######## design 1 ########
design_1/closeup.png
Region (81, 20) to (101, 40) µm. Cells in grey, sequential cells in the stronger grey; small squares are vias.
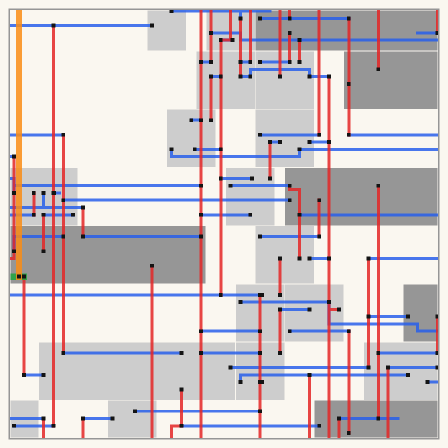

**src/rtl/accel_spi_pkg.sv**
```systemverilog
// Shared constants, state encodings and frame helpers for the accelerometer SPI reader.
package accel_spi_pkg;

    localparam int unsigned FRAME_BITS = 24;

    localparam logic [7:0] CMD_WRITE     = 8'h0A;
    localparam logic [7:0] CMD_READ      = 8'h0B;
    localparam logic [7:0] REG_POWER_CTL = 8'h2D;
    localparam logic [7:0] PWR_MEASURE   = 8'h02;

    typedef enum logic [1:0] {
        StStartup,
        StInitXfer,
        StWait,
        StReadXfer
    } reader_state_e;

    typedef enum logic [2:0] {
        ShIdle,
        ShLead,
        ShHigh,
        ShLow,
        ShTrail,
        ShGap
    } shifter_state_e;

    function automatic logic [FRAME_BITS-1:0] frame_word(input logic [7:0] b2,
                                                         input logic [7:0] b1,
                                                         input logic [7:0] b0);
        return {b2, b1, b0};
    endfunction

endpackage

```
**src/rtl/spi_frame_shifter.sv**
```systemverilog
// Mode-0 SPI frame engine: one 24-bit full-duplex frame per start, MSB first,
// with a guaranteed chip-select high gap of 2*Half cycles before the next frame.
module spi_frame_shifter
    import accel_spi_pkg::*;
#(
    parameter int unsigned Half = 1
) (
    input  logic                  clk_i,
    input  logic                  rst_ni,
    input  logic                  start_i,
    input  logic [FRAME_BITS-1:0] tx_i,
    input  logic                  miso_i,
    output logic                  sclk_o,
    output logic                  mosi_o,
    output logic                  cs_no,
    output logic [FRAME_BITS-1:0] rx_o,
    output logic                  done_o,
    output logic                  ready_o
);

    localparam int unsigned CntW = $clog2(2 * Half + 1);
    localparam int unsigned BitW = $clog2(FRAME_BITS + 1);

    shifter_state_e        state_q, state_d;
    logic [CntW-1:0]       cnt_q, cnt_d;
    logic [BitW-1:0]       bit_q, bit_d;
    logic [FRAME_BITS-1:0] shift_q, shift_d;
    logic [FRAME_BITS-1:0] rx_q, rx_d;
    logic                  sclk_q, sclk_d;
    logic                  mosi_q, mosi_d;
    logic                  cs_n_q, cs_n_d;
    logic                  done_q, done_d;
    logic                  half_end;

    assign half_end = (cnt_q == CntW'(Half - 1));

    always_comb begin
        state_d = state_q;
        cnt_d   = cnt_q + CntW'(1);
        bit_d   = bit_q;
        shift_d = shift_q;
        rx_d    = rx_q;
        sclk_d  = sclk_q;
        mosi_d  = mosi_q;
        cs_n_d  = cs_n_q;
        done_d  = 1'b0;

        unique case (state_q)
            ShIdle: begin
                cnt_d = '0;
                if (start_i) begin
                    cs_n_d  = 1'b0;
                    mosi_d  = tx_i[FRAME_BITS-1];
                    shift_d = {tx_i[FRAME_BITS-2:0], 1'b0};
                    bit_d   = '0;
                    rx_d    = '0;
                    state_d = ShLead;
                end
            end
            ShLead: begin
                if (half_end) begin
                    cnt_d   = '0;
                    sclk_d  = 1'b1;
                    rx_d    = {rx_q[FRAME_BITS-2:0], miso_i};
                    state_d = ShHigh;
                end
            end
            ShHigh: begin
                // Next bit goes out on the falling edge so it is settled long before the rise.
                if (half_end) begin
                    cnt_d   = '0;
                    sclk_d  = 1'b0;
                    mosi_d  = shift_q[FRAME_BITS-1];
                    shift_d = {shift_q[FRAME_BITS-2:0], 1'b0};
                    state_d = ShLow;
                end
            end
            ShLow: begin
                if (half_end) begin
                    cnt_d = '0;
                    if (bit_q == BitW'(FRAME_BITS - 1)) begin
                        state_d = ShTrail;
                    end else begin
                        sclk_d  = 1'b1;
                        rx_d    = {rx_q[FRAME_BITS-2:0], miso_i};
                        bit_d   = bit_q + BitW'(1);
                        state_d = ShHigh;
                    end
                end
            end
            ShTrail: begin
                if (half_end) begin
                    cnt_d   = '0;
                    cs_n_d  = 1'b1;
                    mosi_d  = 1'b0;
                    done_d  = 1'b1;
                    state_d = ShGap;
                end
            end
            ShGap: begin
                if (cnt_q == CntW'(2 * Half - 1)) begin
                    cnt_d   = '0;
                    state_d = ShIdle;
                end
            end
            default: begin
                cnt_d   = '0;
                state_d = ShIdle;
            end
        endcase
    end

    always_ff @(posedge clk_i or negedge rst_ni) begin
        if (!rst_ni) begin
            state_q <= ShIdle;
            cnt_q   <= '0;
            bit_q   <= '0;
            shift_q <= '0;
            rx_q    <= '0;
            sclk_q  <= 1'b0;
            mosi_q  <= 1'b0;
            cs_n_q  <= 1'b1;
            done_q  <= 1'b0;
        end else begin
            state_q <= state_d;
            cnt_q   <= cnt_d;
            bit_q   <= bit_d;
            shift_q <= shift_d;
            rx_q    <= rx_d;
            sclk_q  <= sclk_d;
            mosi_q  <= mosi_d;
            cs_n_q  <= cs_n_d;
            done_q  <= done_d;
        end
    end

    assign sclk_o  = sclk_q;
    assign mosi_o  = mosi_q;
    assign cs_no   = cs_n_q;
    assign rx_o    = rx_q;
    assign done_o  = done_q;
    assign ready_o = (state_q == ShIdle);

endmodule

```
**src/rtl/accel_spi_reader.sv**
```systemverilog
// Accelerometer SPI poller: one-shot POWER_CTL write, then periodic single-register reads.
// ACCEL_OFFSET_EN converts each two's-complement sample to offset binary on DataOut.
module accel_spi_reader
    import accel_spi_pkg::*;
#(
    parameter int unsigned CLK_HZ         = 100_000_000,
    parameter int unsigned SCLK_HZ        = 1_000_000,
    parameter int unsigned STARTUP_CYCLES = 600_000,
    parameter int unsigned SAMPLE_CYCLES  = 1_000_000,
    parameter logic [7:0]  REG_ADDR       = 8'h08
) (
    input  logic       Clk,
    input  logic       Rst_n,
    input  logic       MISO,
    output logic       SCLK,
    output logic       MOSI,
    output logic       CS_n,
    output logic [7:0] DataOut,
    output logic       ValidData,
    output logic       Busy
);

    localparam int unsigned HALF = CLK_HZ / (2 * SCLK_HZ);
    localparam int unsigned StW  = $clog2(STARTUP_CYCLES + 1);
    localparam int unsigned SmpW = $clog2(SAMPLE_CYCLES + 1);

    if (HALF < 1) begin : g_half_check
        $error("accel_spi_reader: CLK_HZ/(2*SCLK_HZ) must be at least 1");
    end

    reader_state_e         state_q, state_d;
    logic [StW-1:0]        startup_cnt_q, startup_cnt_d;
    logic [SmpW-1:0]       sample_cnt_q, sample_cnt_d;
    logic                  sample_run_q, sample_run_d;
    logic                  pending_q, pending_d;
    logic [7:0]            data_q, data_d;
    logic                  valid_q, valid_d;
    logic                  tick;
    logic                  frame_start;
    logic [FRAME_BITS-1:0] frame_tx;
    logic [FRAME_BITS-1:0] frame_rx;
    logic                  frame_done;
    logic                  frame_ready;
    logic                  unused_rx;

    assign unused_rx = ^frame_rx[FRAME_BITS-1:8];
    assign tick      = sample_run_q && (sample_cnt_q == SmpW'(SAMPLE_CYCLES - 1));

    always_comb begin
        state_d       = state_q;
        startup_cnt_d = startup_cnt_q;
        sample_cnt_d  = sample_cnt_q;
        sample_run_d  = sample_run_q;
        pending_d     = pending_q | tick;
        data_d        = data_q;
        valid_d       = 1'b0;
        frame_start   = 1'b0;
        frame_tx      = '0;

        if (sample_run_q) begin
            sample_cnt_d = tick ? '0 : sample_cnt_q + SmpW'(1);
        end

        unique case (state_q)
            StStartup: begin
                if (startup_cnt_q == StW'(STARTUP_CYCLES - 1)) begin
                    startup_cnt_d = '0;
                    frame_start   = 1'b1;
                    frame_tx      = frame_word(CMD_WRITE, REG_POWER_CTL, PWR_MEASURE);
                    state_d       = StInitXfer;
                end else begin
                    startup_cnt_d = startup_cnt_q + StW'(1);
                end
            end
            StInitXfer: begin
                if (frame_done) begin
                    sample_run_d = 1'b1;
                    sample_cnt_d = '0;
                    pending_d    = 1'b0;
                    state_d      = StWait;
                end
            end
            StWait: begin
                // Ticks seen during a read are merged into one pending request.
                if ((pending_q || tick) && frame_ready) begin
                    frame_start = 1'b1;
                    frame_tx    = frame_word(CMD_READ, REG_ADDR, 8'h00);
                    pending_d   = 1'b0;
                    state_d     = StReadXfer;
                end
            end
            StReadXfer: begin
                if (frame_done) begin
`ifdef ACCEL_OFFSET_EN
                    data_d = frame_rx[7:0] ^ 8'h80;
`else
                    data_d = frame_rx[7:0];
`endif
                    valid_d = 1'b1;
                    state_d = StWait;
                end
            end
            default: state_d = StStartup;
        endcase
    end

    always_ff @(posedge Clk or negedge Rst_n) begin
        if (!Rst_n) begin
            state_q       <= StStartup;
            startup_cnt_q <= '0;
            sample_cnt_q  <= '0;
            sample_run_q  <= 1'b0;
            pending_q     <= 1'b0;
            data_q        <= '0;
            valid_q       <= 1'b0;
        end else begin
            state_q       <= state_d;
            startup_cnt_q <= startup_cnt_d;
            sample_cnt_q  <= sample_cnt_d;
            sample_run_q  <= sample_run_d;
            pending_q     <= pending_d;
            data_q        <= data_d;
            valid_q       <= valid_d;
        end
    end

    spi_frame_shifter #(
        .Half(HALF)
    ) u_shifter (
        .clk_i  (Clk),
        .rst_ni (Rst_n),
        .start_i(frame_start),
        .tx_i   (frame_tx),
        .miso_i (MISO),
        .sclk_o (SCLK),
        .mosi_o (MOSI),
        .cs_no  (CS_n),
        .rx_o   (frame_rx),
        .done_o (frame_done),
        .ready_o(frame_ready)
    );

    assign DataOut   = data_q;
    assign ValidData = valid_q;
    assign Busy      = ~CS_n;

endmodule

```
**config.mk**
```make
export PLATFORM = sky130hd
export DESIGN_NAME = accel_spi_reader
export DESIGN_NICKNAME = d
export VERILOG_FILES = /design/src/rtl/accel_spi_pkg.sv /design/src/rtl/spi_frame_shifter.sv /design/src/rtl/accel_spi_reader.sv
export SDC_FILE = /design/constraint.sdc
export NUM_CORES = 1
export LEC_CHECK = 0
export CAP_MARGIN = 25
export CORE_MARGIN = 5
export CORE_UTILIZATION = 40
export DETAILED_ROUTE_END_ITERATION = 8
export PLACE_DENSITY = 0.64
export SYNTH_ARGS = -nofsm -noshare
export SYNTH_HDL_FRONTEND = slang
export SYNTH_SLANG_ARGS = --single-unit
```
**constraint.sdc**
```tcl
create_clock -name Clk -period 4.2 [get_ports Clk]
set_input_delay 0.84 -clock Clk [delete_from_list [all_inputs] [get_ports Clk]]
set_output_delay 0.84 -clock Clk [all_outputs]
set_load 0.02 [all_outputs]
```
######## design 2 ########
$ cat src/rtl/axi4lite_pkg.sv
// rtl/axi4lite_pkg.sv - shared constants and state encoding for the AXI4-Lite master
package axi4lite_pkg;

  localparam int DEFAULT_ADDR_WIDTH     = 32;
  localparam int DEFAULT_DATA_WIDTH     = 32;
  localparam int DEFAULT_TIMEOUT_CYCLES = 1024;

  localparam logic [1:0] RESP_OKAY   = 2'b00;
  localparam logic [1:0] RESP_EXOKAY = 2'b01;
  localparam logic [1:0] RESP_SLVERR = 2'b10;
  localparam logic [1:0] RESP_DECERR = 2'b11;

  localparam logic [1:0] MODE_NONE = 2'b00;
  localparam logic [1:0] MODE_RD   = 2'b01;
  localparam logic [1:0] MODE_WR   = 2'b10;
  localparam logic [1:0] MODE_RW   = 2'b11;

  typedef enum logic [2:0] {
    ST_IDLE,
    ST_WR_ADDR,
    ST_WR_RESP,
    ST_RD_ADDR,
    ST_RD_DATA,
    ST_RSP
  } state_e;

endpackage

$ cat src/rtl/axi4lite_timeout_cnt.sv
// rtl/axi4lite_timeout_cnt.sv - response-wait watchdog; expired flags the last allowed cycle
module axi4lite_timeout_cnt #(
  parameter int TIMEOUT_CYCLES = 1024
) (
  input  logic clk,
  input  logic rst_n,
  input  logic clear,
  input  logic enable,
  output logic expired
);

  generate
    if (TIMEOUT_CYCLES == 0) begin : g_off
      logic unused_inputs;
      assign unused_inputs = ^{clk, rst_n, clear, enable};
      assign expired = 1'b0;
    end else begin : g_on
      localparam int CW = (TIMEOUT_CYCLES > 1) ? $clog2(TIMEOUT_CYCLES) : 1;
      localparam logic [CW-1:0] LAST = CW'(TIMEOUT_CYCLES - 1);
      logic [CW-1:0] count;

      // Saturates at LAST so a stalled FSM can never wrap past expiry.
      always_ff @(posedge clk or negedge rst_n) begin
        if (!rst_n) begin
          count <= '0;
        end else if (clear) begin
          count <= '0;
        end else if (enable && count != LAST) begin
          count <= count + 1'b1;
        end
      end

      assign expired = enable && (count == LAST);
    end
  endgenerate

endmodule

$ cat src/rtl/axi4lite_master_ctrl.sv
// rtl/axi4lite_master_ctrl.sv - single-outstanding AXI4-Lite master with RD/WR/RW modes and timeout
module axi4lite_master_ctrl
  import axi4lite_pkg::*;
#(
  parameter int ADDR_WIDTH     = DEFAULT_ADDR_WIDTH,
  parameter int DATA_WIDTH     = DEFAULT_DATA_WIDTH,
  parameter int TIMEOUT_CYCLES = DEFAULT_TIMEOUT_CYCLES,
  localparam int STRB_WIDTH    = DATA_WIDTH / 8
) (
  input  logic                  iClock,
  input  logic                  iResetN,
  input  logic                  iReqValid,
  output logic                  oReqReady,
  input  logic [1:0]            iReqMode,
  input  logic [ADDR_WIDTH-1:0] iReqAddr,
  input  logic [DATA_WIDTH-1:0] iReqData,
  input  logic [STRB_WIDTH-1:0] iReqStrb,
  output logic                  oRspValid,
  input  logic                  iRspReady,
  output logic [DATA_WIDTH-1:0] oRspData,
  output logic [1:0]            oRspResp,
  output logic                  oRspTimeout,
  output logic                  pAXI4_ar_valid,
  input  logic                  ar_ready,
  output logic [ADDR_WIDTH-1:0] ar_bits_addr,
  input  logic                  r_valid,
  output logic                  r_ready,
  input  logic [DATA_WIDTH-1:0] r_bits_data,
  input  logic [1:0]            r_bits_resp,
  output logic                  aw_valid,
  input  logic                  aw_ready,
  output logic [ADDR_WIDTH-1:0] aw_bits_addr,
  output logic                  w_valid,
  input  logic                  w_ready,
  output logic [DATA_WIDTH-1:0] w_bits_data,
  output logic [STRB_WIDTH-1:0] w_bits_strb,
  input  logic                  b_valid,
  output logic                  b_ready,
  input  logic [1:0]            b_bits_resp
);

  state_e                state, next_state;
  logic                  accept;
  logic [1:0]            mode_q;
  logic [ADDR_WIDTH-1:0] addr_q;
  logic [DATA_WIDTH-1:0] data_q;
  logic [STRB_WIDTH-1:0] strb_q;
  logic                  tmo_enable, tmo_expired;

  assign ar_bits_addr = addr_q;
  assign aw_bits_addr = addr_q;
  assign w_bits_data  = data_q;
  assign w_bits_strb  = strb_q;

  assign tmo_enable = (state == ST_WR_RESP) || (state == ST_RD_DATA);

  axi4lite_timeout_cnt #(.TIMEOUT_CYCLES(TIMEOUT_CYCLES)) u_timeout (
    .clk    (iClock),
    .rst_n  (iResetN),
    .clear  (!tmo_enable),
    .enable (tmo_enable),
    .expired(tmo_expired)
  );

  always_ff @(posedge iClock or negedge iResetN) begin
    if (!iResetN) state <= ST_IDLE;
    else          state <= next_state;
  end

  // Ready/valid outputs are held for the whole state, so a handshake is just the peer's signal.
  always_comb begin
    next_state = state;
    accept     = 1'b0;
    case (state)
      ST_IDLE: begin
        if (oReqReady && iReqValid && iReqMode != MODE_NONE) begin
          accept     = 1'b1;
          next_state = (iReqMode == MODE_RD) ? ST_RD_ADDR : ST_WR_ADDR;
        end
      end
      ST_WR_ADDR: begin
        if ((!aw_valid || aw_ready) && (!w_valid || w_ready)) next_state = ST_WR_RESP;
      end
      ST_WR_RESP: begin
        if (b_valid) begin
          next_state = (mode_q == MODE_RW && b_bits_resp == RESP_OKAY) ? ST_RD_ADDR : ST_RSP;
        end else if (tmo_expired) begin
          next_state = ST_RSP;
        end
      end
      ST_RD_ADDR: if (ar_ready) next_state = ST_RD_DATA;
      ST_RD_DATA: if (r_valid || tmo_expired) next_state = ST_RSP;
      ST_RSP:     if (iRspReady) next_state = ST_IDLE;
      default:    next_state = ST_IDLE;
    endcase
  end

  always_ff @(posedge iClock or negedge iResetN) begin
    if (!iResetN) begin
      oReqReady      <= 1'b0;
      pAXI4_ar_valid <= 1'b0;
      r_ready        <= 1'b0;
      b_ready        <= 1'b0;
      aw_valid       <= 1'b0;
      w_valid        <= 1'b0;
      oRspValid      <= 1'b0;
      oRspData       <= '0;
      oRspResp       <= RESP_OKAY;
      oRspTimeout    <= 1'b0;
      mode_q         <= MODE_NONE;
      addr_q         <= '0;
      data_q         <= '0;
      strb_q         <= '0;
    end else begin
      oReqReady      <= (next_state == ST_IDLE);
      pAXI4_ar_valid <= (next_state == ST_RD_ADDR);
      r_ready        <= (next_state == ST_RD_DATA);
      b_ready        <= (next_state == ST_WR_RESP);
      oRspValid      <= (next_state == ST_RSP);

      if (accept) begin
        mode_q      <= iReqMode;
        addr_q      <= iReqAddr;
        data_q      <= iReqData;
        strb_q      <= iReqStrb;
        aw_valid    <= (iReqMode != MODE_RD);
        w_valid     <= (iReqMode != MODE_RD);
        oRspData    <= '0;
        oRspResp    <= RESP_OKAY;
        oRspTimeout <= 1'b0;
      end else begin
        if (aw_valid && aw_ready) aw_valid <= 1'b0;
        if (w_valid && w_ready)   w_valid  <= 1'b0;
      end

      // A real B/R in the expiry cycle takes priority over the abort.
      if ((state == ST_WR_RESP && b_valid) || (state == ST_RD_DATA && r_valid)) begin
        oRspResp <= (state == ST_WR_RESP) ? b_bits_resp : r_bits_resp;
        if (state == ST_RD_DATA) oRspData <= r_bits_data;
      end else if (tmo_enable && tmo_expired) begin
        oRspResp    <= RESP_SLVERR;
        oRspData    <= '0;
        oRspTimeout <= 1'b1;
      end
    end
  end

endmodule

$ cat config.mk
export PLATFORM = sky130hd
export DESIGN_NAME = axi4lite_master_ctrl
export DESIGN_NICKNAME = d
export VERILOG_FILES = /design/src/rtl/axi4lite_pkg.sv /design/src/rtl/axi4lite_timeout_cnt.sv /design/src/rtl/axi4lite_master_ctrl.sv
export SDC_FILE = /design/constraint.sdc
export NUM_CORES = 1
export LEC_CHECK = 0
export CAP_MARGIN = 20
export CORE_MARGIN = 2
export CORE_UTILIZATION = 37
export DETAILED_ROUTE_END_ITERATION = 8
export HOLD_SLACK_MARGIN = 0.06
export PLACE_DENSITY = 0.87
export SYNTH_ARGS = -nofsm -noshare
export SYNTH_HDL_FRONTEND = slang
export SYNTH_SLANG_ARGS = --single-unit
$ cat constraint.sdc
create_clock -name iClock -period 2 [get_ports iClock]
set_input_delay 0.2 -clock iClock [delete_from_list [all_inputs] [get_ports iClock]]
set_output_delay 0.2 -clock iClock [all_outputs]
set_load 0.05 [all_outputs]
######## design 3 ########
File: src/rtl/varredura_display_pkg.sv
// ============================================================================
// Module : varredura_display_pkg
// Brief  : Shared display constants: blank/anode-off codes and hex segment map.
// Rev    : 1.0
// ============================================================================
`default_nettype none

package varredura_display_pkg;

    localparam logic [6:0] c_SEG_BLANK = 7'h7F;
    localparam logic [3:0] c_AN_OFF    = 4'hF;

    // Active-low segment patterns for codes 0..F, bit0=a .. bit6=g.
    localparam logic [6:0] c_SEG_TABLE [16] = '{
        7'h40, 7'h79, 7'h24, 7'h30, 7'h19, 7'h12, 7'h02, 7'h78,
        7'h00, 7'h10, 7'h08, 7'h03, 7'h46, 7'h21, 7'h06, 7'h0E
    };

endpackage

`default_nettype wire

File: src/rtl/varredura_display_decodificador_7seg.sv
// ============================================================================
// Module : decodificador_7seg
// Brief  : Combinational 4-bit code to active-low 7-segment pattern.
// Rev    : 1.0
// ============================================================================
`default_nettype none

module decodificador_7seg
    import varredura_display_pkg::*;
(
    input  logic [3:0] code_i,
    output logic [6:0] seg_n_o
);

    assign seg_n_o = c_SEG_TABLE[code_i];

endmodule

`default_nettype wire

File: src/rtl/varredura_display.sv
// ============================================================================
// Module : varredura_display
// Brief  : 4-digit multiplexed common-anode display driver with tear-free
//          frame-synchronous digit snapshots.
// Rev    : 1.0
// ============================================================================
`default_nettype none

module varredura_display
    import varredura_display_pkg::*;
#(
    parameter int DIV_COUNT = 50000,
    parameter int DIV_WIDTH = 16
) (
    input  logic       clk,
    input  logic       rst_n,
    input  logic       en_i,
    input  logic       upd_i,
    input  logic [3:0] dig0_i,
    input  logic [3:0] dig1_i,
    input  logic [3:0] dig2_i,
    input  logic [3:0] dig3_i,
    output logic [3:0] an_n_o,
    output logic [6:0] seg_n_o,
    output logic       frame_o,
    output logic       pend_o
);

    localparam logic [DIV_WIDTH-1:0] c_DIV_LAST = DIV_WIDTH'(DIV_COUNT - 1);

    logic [DIV_WIDTH-1:0] r_div;
    logic [1:0]           r_idx;
    logic                 r_on;
    logic                 r_pend;
    logic [3:0][3:0]      r_snap;
    logic                 r_frame;
    logic [3:0]           r_an;
    logic [6:0]           r_seg;

    logic                 w_tick;
    logic                 w_frame_end;
    logic                 w_capture;
    logic                 w_lit;
    logic [6:0]           w_seg;

    assign w_tick      = (r_div == c_DIV_LAST);
    assign w_frame_end = w_tick && r_on && (r_idx == 2'd3);
    // The very first tick primes the snapshots so the display never shows zeros.
    assign w_capture   = (w_tick && !r_on) || (w_frame_end && (r_pend || upd_i));
    assign w_lit       = r_on && en_i;

    decodificador_7seg u_decod (
        .code_i  (r_snap[r_idx]),
        .seg_n_o (w_seg)
    );

    always_ff @(posedge clk or negedge rst_n) begin
        if (!rst_n) begin
            r_div   <= '0;
            r_idx   <= 2'd0;
            r_on    <= 1'b0;
            r_pend  <= 1'b0;
            r_snap  <= '0;
            r_frame <= 1'b0;
            r_an    <= c_AN_OFF;
            r_seg   <= c_SEG_BLANK;
        end else begin
            r_div <= w_tick ? '0 : r_div + 1'b1;

            if (w_tick) begin
                r_on <= 1'b1;
                if (r_on) begin
                    r_idx <= r_idx + 2'd1;
                end
            end

            // A request landing on the capturing tick is satisfied immediately.
            if (w_capture) begin
                r_snap <= {dig3_i, dig2_i, dig1_i, dig0_i};
                r_pend <= 1'b0;
            end else if (upd_i) begin
                r_pend <= 1'b1;
            end

            r_frame <= w_frame_end;
            r_an    <= w_lit ? ~(4'b0001 << r_idx) : c_AN_OFF;
            r_seg   <= w_lit ? w_seg : c_SEG_BLANK;
        end
    end

    assign an_n_o  = r_an;
    assign seg_n_o = r_seg;
    assign frame_o = r_frame;
    assign pend_o  = r_pend;

endmodule

`default_nettype wire

File: config.mk
export PLATFORM = sky130hd
export DESIGN_NAME = varredura_display
export DESIGN_NICKNAME = d
export VERILOG_FILES = /design/src/rtl/varredura_display_pkg.sv /design/src/rtl/varredura_display_decodificador_7seg.sv /design/src/rtl/varredura_display.sv
export SDC_FILE = /design/constraint.sdc
export NUM_CORES = 1
export LEC_CHECK = 0
export CAP_MARGIN = 25
export CORE_MARGIN = 2
export CORE_UTILIZATION = 56
export CTS_BUF_LIST = sky130_fd_sc_hd__clkbuf_4
export CTS_CLUSTER_SIZE = 28
export DETAILED_ROUTE_END_ITERATION = 16
export MAX_ROUTING_LAYER = met4
export PLACE_DENSITY = 0.89
export SKIP_LAST_GASP = 1
export SYNTH_ARGS = -nofsm -noshare
export SYNTH_HDL_FRONTEND = slang
export SYNTH_SLANG_ARGS = --single-unit
File: constraint.sdc
create_clock -name clk -period 2.5 [get_ports clk]
set_input_delay 0.5 -clock clk [delete_from_list [all_inputs] [get_ports clk]]
set_output_delay 0.5 -clock clk [all_outputs]
set_load 0.01 [all_outputs]
######## design 4 ########
--- config.mk ---
export PLATFORM = sky130hd
export DESIGN_NAME = pupil_locator_flat
export DESIGN_NICKNAME = d
export VERILOG_FILES = /design/src/rtl/pupil_pkg.sv /design/src/rtl/pupil_locator_if.sv /design/src/rtl/serial_divider.sv /design/src/rtl/pupil_locator.sv /design/src/flat_wrapper.sv
export SDC_FILE = /design/constraint.sdc
export NUM_CORES = 1
export LEC_CHECK = 0
export CORE_ASPECT_RATIO = 0.7
export CORE_MARGIN = 3
export CORE_UTILIZATION = 57
export CTS_BUF_LIST = sky130_fd_sc_hd__clkbuf_16
export DETAILED_ROUTE_END_ITERATION = 10
export PLACE_DENSITY = 0.83
export SLEW_MARGIN = 20
export SYNTH_ARGS = -nofsm -noshare
export SYNTH_HDL_FRONTEND = slang
export SYNTH_HIERARCHICAL = 1
export SYNTH_SLANG_ARGS = --single-unit
--- constraint.sdc ---
create_clock -name iCLK -period 3 [get_ports iCLK]
set_input_delay 0.45 -clock iCLK [delete_from_list [all_inputs] [get_ports iCLK]]
set_output_delay 0.45 -clock iCLK [all_outputs]
set_load 0.02 [all_outputs]
--- src/rtl/pupil_pkg.sv ---
// Shared definitions for the pupil locator: FSM encoding, accumulator widths,
// default frame geometry and pixel width.
package pupil_pkg;
  typedef enum logic [1:0] {IDLE, ACCUM, CALC, DONE} state_t;

  localparam int PIX_W        = 10;
  localparam int CNT_W        = 19;
  localparam int SUM_W        = 28;
  localparam int DEF_H_ACTIVE = 640;
  localparam int DEF_V_ACTIVE = 480;
endpackage

--- src/rtl/pupil_locator_if.sv ---
// Pixel stream in / per-frame result out bundle for the pupil locator.
// The master is the pixel source, the slave is the locator.
interface pupil_locator_if
  import pupil_pkg::*;
#(
  parameter int COORD_W = 11
);
  logic               fval;
  logic               dval;
  logic [PIX_W-1:0]   data;
  logic [PIX_W-1:0]   thresh;
  logic [COORD_W-1:0] xMin, xMax, yMin, yMax, cx, cy;
  logic               found;
  logic               done;

  modport master (
    output fval, dval, data, thresh,
    input  xMin, xMax, yMin, yMax, cx, cy, found, done
  );

  modport slave (
    input  fval, dval, data, thresh,
    output xMin, xMax, yMin, yMax, cx, cy, found, done
  );
endinterface

--- src/rtl/serial_divider.sv ---
// Restoring divider, one quotient bit per cycle (SUM_W cycles after start).
// Only built when PUPIL_CENTROID_EN is defined.
`ifdef PUPIL_CENTROID_EN
module serial_divider
  import pupil_pkg::*;
#(
  parameter int OUT_W = 11
) (
  input  logic             iCLK,
  input  logic             iRST,
  input  logic             start,
  input  logic [SUM_W-1:0] dividend,
  input  logic [CNT_W-1:0] divisor,
  output logic             done,
  output logic [OUT_W-1:0] quot
);
  localparam int STEP_W = $clog2(SUM_W);

  logic              busy;
  logic [STEP_W-1:0] step;
  logic [CNT_W-1:0]  rem, dvs;
  logic [SUM_W-1:0]  q;
  logic [CNT_W:0]    shifted;
  logic              ge;

  assign shifted = {rem, q[SUM_W-1]};
  assign ge      = shifted >= {1'b0, dvs};
  // done flags the final step; the quotient is valid from the next cycle on
  assign done    = busy && (step == STEP_W'(SUM_W-1));
  assign quot    = q[OUT_W-1:0];

  always_ff @(posedge iCLK or negedge iRST) begin
    if (!iRST) begin
      busy <= 1'b0;
      step <= '0;
      rem  <= '0;
      dvs  <= '0;
      q    <= '0;
    end else if (start) begin
      busy <= 1'b1;
      step <= '0;
      rem  <= '0;
      dvs  <= divisor;
      q    <= dividend;
    end else if (busy) begin
      rem  <= ge ? (shifted[CNT_W-1:0] - dvs) : shifted[CNT_W-1:0];
      q    <= {q[SUM_W-2:0], ge};
      step <= step + STEP_W'(1);
      if (done) busy <= 1'b0;
    end
  end
endmodule
`endif

--- src/rtl/pupil_locator.sv ---
// Pupil locator: bounding box and centre of dark (below-threshold) pixels per frame.
// PUPIL_CENTROID_EN selects a true centroid via serial dividers; default is the bbox midpoint.
module pupil_locator
  import pupil_pkg::*;
#(
  parameter int H_ACTIVE = DEF_H_ACTIVE,
  parameter int V_ACTIVE = DEF_V_ACTIVE,
  parameter int COORD_W  = 11
) (
  input logic            iCLK,
  input logic            iRST,
  pupil_locator_if.slave bus
);
  state_t             state, nxt;
  logic               fvalQ, fvalQQ, dvalQ;
  logic [PIX_W-1:0]   dataQ, thr;
  logic [COORD_W-1:0] x, y, xMin, xMax, yMin, yMax;
  logic               seen, rise, pixEn, dark, calcDone;
  logic [COORD_W-1:0] cxCalc, cyCalc;
  logic [COORD_W-1:0] resXMin, resXMax, resYMin, resYMax, resCx, resCy;
  logic               resFound, resDone;

  // Edge-detect history resets high so a frame already open at release is not a rise
  always_ff @(posedge iCLK or negedge iRST) begin
    if (!iRST) begin
      fvalQ  <= 1'b1;
      fvalQQ <= 1'b1;
      dvalQ  <= 1'b0;
      dataQ  <= '0;
    end else begin
      fvalQ  <= bus.fval;
      fvalQQ <= fvalQ;
      dvalQ  <= bus.dval;
      dataQ  <= bus.data;
    end
  end

  assign rise  = fvalQ & ~fvalQQ;
  assign pixEn = (state == ACCUM) && fvalQ && dvalQ;
  assign dark  = dataQ < thr;

  always_ff @(posedge iCLK or negedge iRST) begin
    if (!iRST) state <= IDLE;
    else       state <= nxt;
  end

  always_comb begin
    nxt = state;
    case (state)
      IDLE:    if (rise)     nxt = ACCUM;
      ACCUM:   if (!fvalQ)   nxt = CALC;
      CALC:    if (calcDone) nxt = DONE;
      DONE:                  nxt = IDLE;
      default:               nxt = IDLE;
    endcase
  end

  always_ff @(posedge iCLK or negedge iRST) begin
    if (!iRST) begin
      x <= '0; y <= '0; seen <= 1'b0; thr <= '0;
      xMin <= '0; xMax <= '0; yMin <= '0; yMax <= '0;
    end else if (state == IDLE && rise) begin
      x <= '0; y <= '0; seen <= 1'b0; thr <= bus.thresh;
      xMin <= '0; xMax <= '0; yMin <= '0; yMax <= '0;
    end else if (pixEn) begin
      if (x == COORD_W'(H_ACTIVE-1)) begin
        x <= '0;
        if (y != COORD_W'(V_ACTIVE-1)) y <= y + COORD_W'(1);
      end else begin
        x <= x + COORD_W'(1);
      end
      // y never decreases, so the first dark row is the minimum
      if (dark) begin
        seen <= 1'b1;
        xMin <= (!seen || x < xMin) ? x : xMin;
        xMax <= (!seen || x > xMax) ? x : xMax;
        yMin <= seen ? yMin : y;
        yMax <= y;
      end
    end
  end

`ifdef PUPIL_CENTROID_EN
  logic [CNT_W-1:0]   count, divisor;
  logic [SUM_W-1:0]   sumX, sumY;
  logic               divStart, doneX, doneY;
  logic [COORD_W-1:0] qX, qY;

  always_ff @(posedge iCLK or negedge iRST) begin
    if (!iRST) begin
      count <= '0; sumX <= '0; sumY <= '0;
    end else if (state == IDLE && rise) begin
      count <= '0; sumX <= '0; sumY <= '0;
    end else if (pixEn && dark) begin
      count <= count + CNT_W'(1);
      sumX  <= sumX + SUM_W'(x);
      sumY  <= sumY + SUM_W'(y);
    end
  end

  // An empty frame divides 0 by 1 so CALC keeps its fixed length
  assign divisor  = (count == '0) ? CNT_W'(1) : count;
  assign divStart = (state == ACCUM) && !fvalQ;

  serial_divider #(.OUT_W(COORD_W)) uDivX (
    .iCLK(iCLK), .iRST(iRST), .start(divStart), .dividend(sumX),
    .divisor(divisor), .done(doneX), .quot(qX)
  );
  serial_divider #(.OUT_W(COORD_W)) uDivY (
    .iCLK(iCLK), .iRST(iRST), .start(divStart), .dividend(sumY),
    .divisor(divisor), .done(doneY), .quot(qY)
  );

  assign cxCalc   = qX;
  assign cyCalc   = qY;
  assign calcDone = doneX & doneY;
`else
  assign cxCalc   = COORD_W'(({1'b0, xMin} + {1'b0, xMax}) >> 1);
  assign cyCalc   = COORD_W'(({1'b0, yMin} + {1'b0, yMax}) >> 1);
  assign calcDone = 1'b1;
`endif

  always_ff @(posedge iCLK or negedge iRST) begin
    if (!iRST) begin
      resXMin <= '0; resXMax <= '0; resYMin <= '0; resYMax <= '0;
      resCx <= '0; resCy <= '0; resFound <= 1'b0; resDone <= 1'b0;
    end else begin
      resDone <= (state == DONE);
      if (state == DONE) begin
        resFound <= seen;
        resXMin  <= seen ? xMin   : '0;
        resXMax  <= seen ? xMax   : '0;
        resYMin  <= seen ? yMin   : '0;
        resYMax  <= seen ? yMax   : '0;
        resCx    <= seen ? cxCalc : '0;
        resCy    <= seen ? cyCalc : '0;
      end
    end
  end

  assign bus.xMin  = resXMin;
  assign bus.xMax  = resXMax;
  assign bus.yMin  = resYMin;
  assign bus.yMax  = resYMax;
  assign bus.cx    = resCx;
  assign bus.cy    = resCy;
  assign bus.found = resFound;
  assign bus.done  = resDone;
endmodule

--- src/flat_wrapper.sv ---
// flat-port wrapper written by rule: the top's interface ports become plain ports
module pupil_locator_flat import pupil_pkg::*;
#(
  parameter int H_ACTIVE = DEF_H_ACTIVE,
  parameter int V_ACTIVE = DEF_V_ACTIVE,
  parameter int COORD_W  = 11
)
  (iCLK, iRST, bus_fval, bus_dval, bus_data, bus_thresh, bus_xMin, bus_xMax, bus_yMin, bus_yMax, bus_cx, bus_cy, bus_found, bus_done);
  pupil_locator_if #(.COORD_W(COORD_W)) bus_i ();
  input logic iCLK;
  input logic iRST;
  input wire logic [$bits(bus_i.fval)-1:0] bus_fval;
  input wire logic [$bits(bus_i.dval)-1:0] bus_dval;
  input wire logic [$bits(bus_i.data)-1:0] bus_data;
  input wire logic [$bits(bus_i.thresh)-1:0] bus_thresh;
  output wire logic [$bits(bus_i.xMin)-1:0] bus_xMin;
  output wire logic [$bits(bus_i.xMax)-1:0] bus_xMax;
  output wire logic [$bits(bus_i.yMin)-1:0] bus_yMin;
  output wire logic [$bits(bus_i.yMax)-1:0] bus_yMax;
  output wire logic [$bits(bus_i.cx)-1:0] bus_cx;
  output wire logic [$bits(bus_i.cy)-1:0] bus_cy;
  output wire logic [$bits(bus_i.found)-1:0] bus_found;
  output wire logic [$bits(bus_i.done)-1:0] bus_done;
  assign bus_i.fval = bus_fval;
  assign bus_i.dval = bus_dval;
  assign bus_i.data = bus_data;
  assign bus_i.thresh = bus_thresh;
  assign bus_xMin = bus_i.xMin;
  assign bus_xMax = bus_i.xMax;
  assign bus_yMin = bus_i.yMin;
  assign bus_yMax = bus_i.yMax;
  assign bus_cx = bus_i.cx;
  assign bus_cy = bus_i.cy;
  assign bus_found = bus_i.found;
  assign bus_done = bus_i.done;
  pupil_locator #(.H_ACTIVE(H_ACTIVE), .V_ACTIVE(V_ACTIVE), .COORD_W(COORD_W)) u_core (.iCLK(iCLK), .iRST(iRST), .bus(bus_i));
endmodule
design_3/congestion_map.png
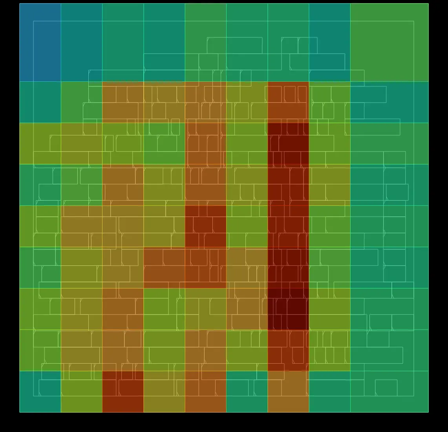
WL per Instance: 15.5 µm
final core occ: 68.7%

==> results.txt, design 3 <==
flow finished, numbers: status=finished clean, Post-CTS Resized=0, Power Density=437 mW/mm², routability cong.=0.948, xor/xnor share=4.93%, Hold Crit Class=input pin to async pin, Num CTS Buffers=5, syn nets=215, Port Buf Inserts=32, MI comb cells=124, post-layout min period=2.23 ns, most instantiated logic cell after routing=dfrtp_1, CP required=2.82 ns, H-tree depth=2, Clock Sinks=48
-- design 3: sequential cells by signal (all words and copies together), names as in the netlist --
| name | count |
|---|---|
| seg_n_o | 7 |
| r_idx | 2 |
| pend_o | 1 |
| frame_o | 1 |
| an_n_o | 4 |
| r_on | 1 |
| r_div | 16 |
| r_snap | 16 |
-- design 3: critical path: cells and delay by family (launching register included) --
kind / cells / cell delay (ns)
flip-flops: 1 / 0.62
AND-OR/OR-AND: 1 / 0.09
adder cells (fa/ha/maj): 1 / 0.28
AND/OR/NAND/NOR: 2 / 0.56
multiplexers: 1 / 0.63
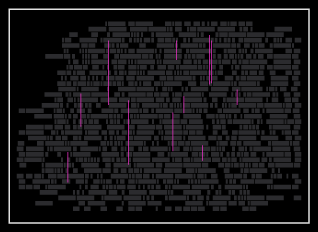
design_4/m4.png
(2 px per µm)
wire length on this layer: 192 µm
share of all routed wire: 0.97%
longest straight run: 32.0 µm
nets with wire on the layer: 9
main direction: vertical
final wirelength: 19800 µm
DR vias: 6583

==> results.txt, design 4 <==
flow finished, numbers: placed insts=1086, CTS Hold Bufs=0, Sequential Power Share=41.7%, clock root cell=clkbuf_16, switching share of power=31.4%, Dominant cell area share=48.4%, mux frac, synth=5.39%, max cap viols=0, status=finished, violations left, Sequential Power=2.47 mW, H-tree depth=4, most instantiated logic cell after routing=dfrtp_1, DR WL met3=1840 µm, Dominant flop cell=dfrtp_1, CTS max path bufs=2, Worst Setup EP=u_core/bus.cy[8], failing checks=negative hold slack, Hold Crit Class=input pin to async pin, Main logic family=simple AND/OR/NAND/NOR gates, WL per Instance=17.7 µm, clkbuf count=17, Worst IR Drop VDD=0.428 mV, HPWL Detailed=13900 µm, P_leak=4.46 nW, Crit path buffers/inverters=0, flop2flop setup slack=0.61 ns, Seq/Total Area, Yosys=49.1%, Top Layout Cells=dfrtp_1 (158), inv_1 (95), clkdlybuf4s50_1 (90), nand2_1 (85), o21ai_0 (79), NonClk Buf Share=10.5%, inverter count=93, Final period util=79.7%, # DRC=0, MI comb area=0.00367 mm², met2 usage=37.4%, highest routed layer=met4, clock network fraction of design power=36.7%, first-pass GRT wire length=32700 µm, Pre-Repair DR Iteration Count=5, vias per cell=5.89, CP cell instances=ha_1 > a21oi_1 > o21ai_0 > a21o_1 > o41ai_1 > xor2_1 > o2bb2ai_1, syn nets=912, synthesized area=0.00817 mm², final-report hold violation count=8, flops & latches, synth=160, Post-Syn Instances=830, Tapcell Cnt=185, comb pwr=1.28 mW, Worst path depth=7, GRT met3 Usage=5.62%, Yosys chip area=0.00817 mm², busiest grt layer=met1, sequential cell area=0.00401 mm², final worst slack=0.610 ns, final core occ=72.8%, Chip Width=149 µm, Logic pwr share=21.6%, Mapped Avg Cell Area=9.84 µm², largest net degree at the start of global routing=85, CP Launch Point=u_core/yMin[2], top post-synthesis cells by area=dfrtp_1 (48%), ha_1 (8.6%), mux2i_1 (5.4%), Simple-Gate Fraction of Synth Area=14.7%, critical path launch point type=register, setup_tns=0 ns, core area=0.0136 mm², crit path max fanout=4, hold slack=-0.00904 ns, area post-placement=0.00929 mm², final cell count without fillers=1118, fraction of area in registers=40.5%, metal2 WL=8570 µm
[design 4: synthesized netlist by cell type, drive strengths merged, types with 2 or more instances]
master / number
o41ai: 2
o2bb2ai: 9
a31oi: 4
nor2b: 6
clkbuf: 25
a21o: 10
inv: 93
o211a: 2
dfstp: 2
o21ai: 82
and4: 3
and3: 11
nand3: 58
nand2b: 6
o21bai: 3
xor2: 14
fa: 2
nand4: 8
and2: 5
ha: 56
nand2: 86
or4: 3
mux2i: 44
o32ai: 5
nor2: 47
a211oi: 4
o31ai: 8
or3: 3
a21oi: 21
o221ai: 2
xnor2: 9
dfrtp: 158
o21a: 5
nor3: 5
buf: 10
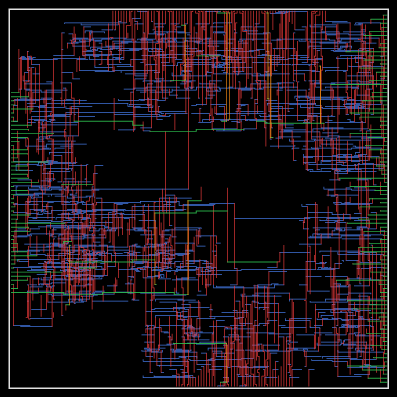
design_2/layers.png
(3 px per µm)
legend:
  red:
    layer: M2
    wire_length: 7380 µm
  green:
    layer: M3
    wire_length: 965 µm
  orange:
    layer: M4
    wire_length: 252 µm
  blue:
    layer: M1
    wire_length: 6090 µm

==> results.txt, design 2 <==
flow finished, numbers: setup_tns=0 ns, area post-placement=0.00802 mm², OpenROAD warning count=26, Crit path buffers/inverters=2, I/O Pins=257, clk_skew=0.00927 ns, critical path launch point type=register, Syn-to-layout area delta=57.1%, routability cong.=0.847, WL per Instance=17.9 µm, Clock Latency Late Sink=0.41 ns, combinational share of cell area=22.0%, synthesized area=0.00549 mm², count of library flops with an enable pin=0, status=finished clean, final-report hold violation count=0, MI comb cells=198, CTS max path bufs=2, Port Buf Inserts=256, CTS tree=built, Chip Width=126 µm, vias in the first global route=4272, Dominant cell area share=57.0%, final cell count without fillers=821, ao+oa area frac=8.46%, MI comb area=0.00190 mm², post-route design area=0.00862 mm², GRT met3 Usage=6.20%, flop2flop setup slack=0.07 ns, GR Util met1=22.9%, pre-CTS WS=-0.00550 ns, Simple-Gate Fraction of Synth Area=6.45%, Sequential Power Share=24.8%, fraction of area in registers=36.3%, vias per cell=4.87
design 2: repair_timing:
| item | 4_1_cts | 5_1_grt |
|---|---|---|
| resized | 1 | 3 |
| setup endpoints to repair | 6 | 33 |
| hold buffers | 1 | 0 |
| gates cloned | 0 | 0 |
| hold endpoints to repair | 22 | 0 |
design 2: sequential cells by signal (all words and copies together) (netlist names):
register,cells
u_timeout.g_on.count,10
aw_valid,1
mode_q,2
oRspData,32
state,3
pAXI4_ar_valid,1
w_bits_strb,4
oReqReady,1
ar_bits_addr,32
w_valid,1
oRspResp,2
w_bits_data,32
oRspValid,1
r_ready,1
b_ready,1
oRspTimeout,1
design_1/congestion_map.png
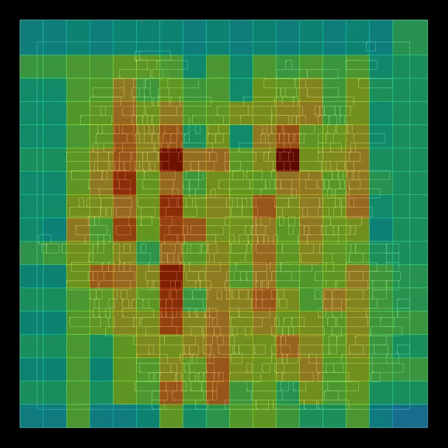
global-route usage over all layers: 13.8%
final core occ: 46.4%

Notes on design_1/closeup.png above:
legend:
  red:
    layer: M2
  green:
    layer: M3
  blue:
    layer: M1
  orange:
    layer: M4
sequential cells in the window: 4
netlist names of flops here include: u_shifter.rx_o (3), u_shifter.bit_q (1)
cells with their middle in the window: 19
most frequent: and3_1 (6), a21o_1 (5), dfrtp_1 (4)

==> results.txt, design 1 <==
flow finished, numbers: status=finished clean, flops & latches, synth=102, final wirelength=9440 µm, Net Switching=370 µW, Int Pwr=1.58 mW, setup_tns=0 ns, Dominant flop cell=dfrtp_1, syn nets=495, ClkCell Share=6.06%, Slew Limit Fails=0, Dominant cell area share=51.5%, final-report hold violation count=0, total grt overflow=0, H-tree depth=3, first-pass GRT wire length=16500 µm, Power Density=350 mW/mm², MI comb area=0.00217 mm², final cell count without fillers=651, Pre-Repair DR Iteration Count=5, yosys synthesis warning count=0, fin nets=512, NonClk Buf Share=3.91%, CTS tree=built, Sequential Power=982 µW, Worst Setup EP=u_shifter.shift_q[12], Crit path buffers/inverters=1, crit end category=register
## design 1: metal layers
layer	share of wire (%)	GRT usage, %
met1	48	18.3
met2	48	22.4
met3	2.2	2.43
met4	1.8	5.88
met5	0	0
## design 1: worst register-to-register path: cells and delay by family (launching register included)
family | cells | cell delay [ns]
simple gates | 3 | 1.18
compound gates | 1 | 0.72
mux | 1 | 0.41
flops | 1 | 0.40
fa+ha+maj | 1 | 0.13
buf+inv | 1 | 0.07


==> gallery <==
Routed clock nets over the placement.
panel A
(2 px per µm)
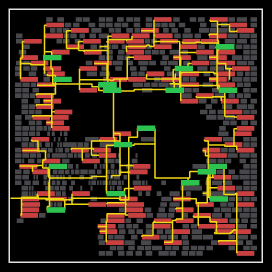
panel B
(2 px per µm)
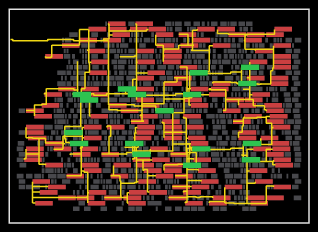
panel C
(4 px per µm)
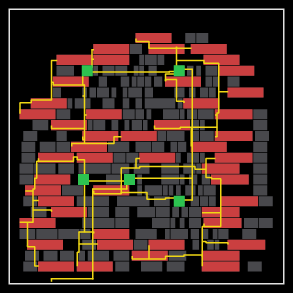
panel D
(2 px per µm)
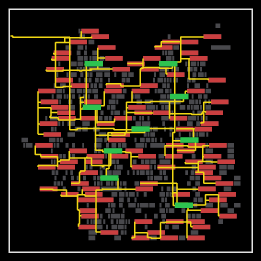
The one with the smallest die is panel C.
The one with the fewest sequential cells is panel C.
Design 2 is panel A.
Design 3 is panel C.
Design 4 is panel B.
Design 1 is panel D.

No activity file was given, so power comes from the tool's default toggle rates.
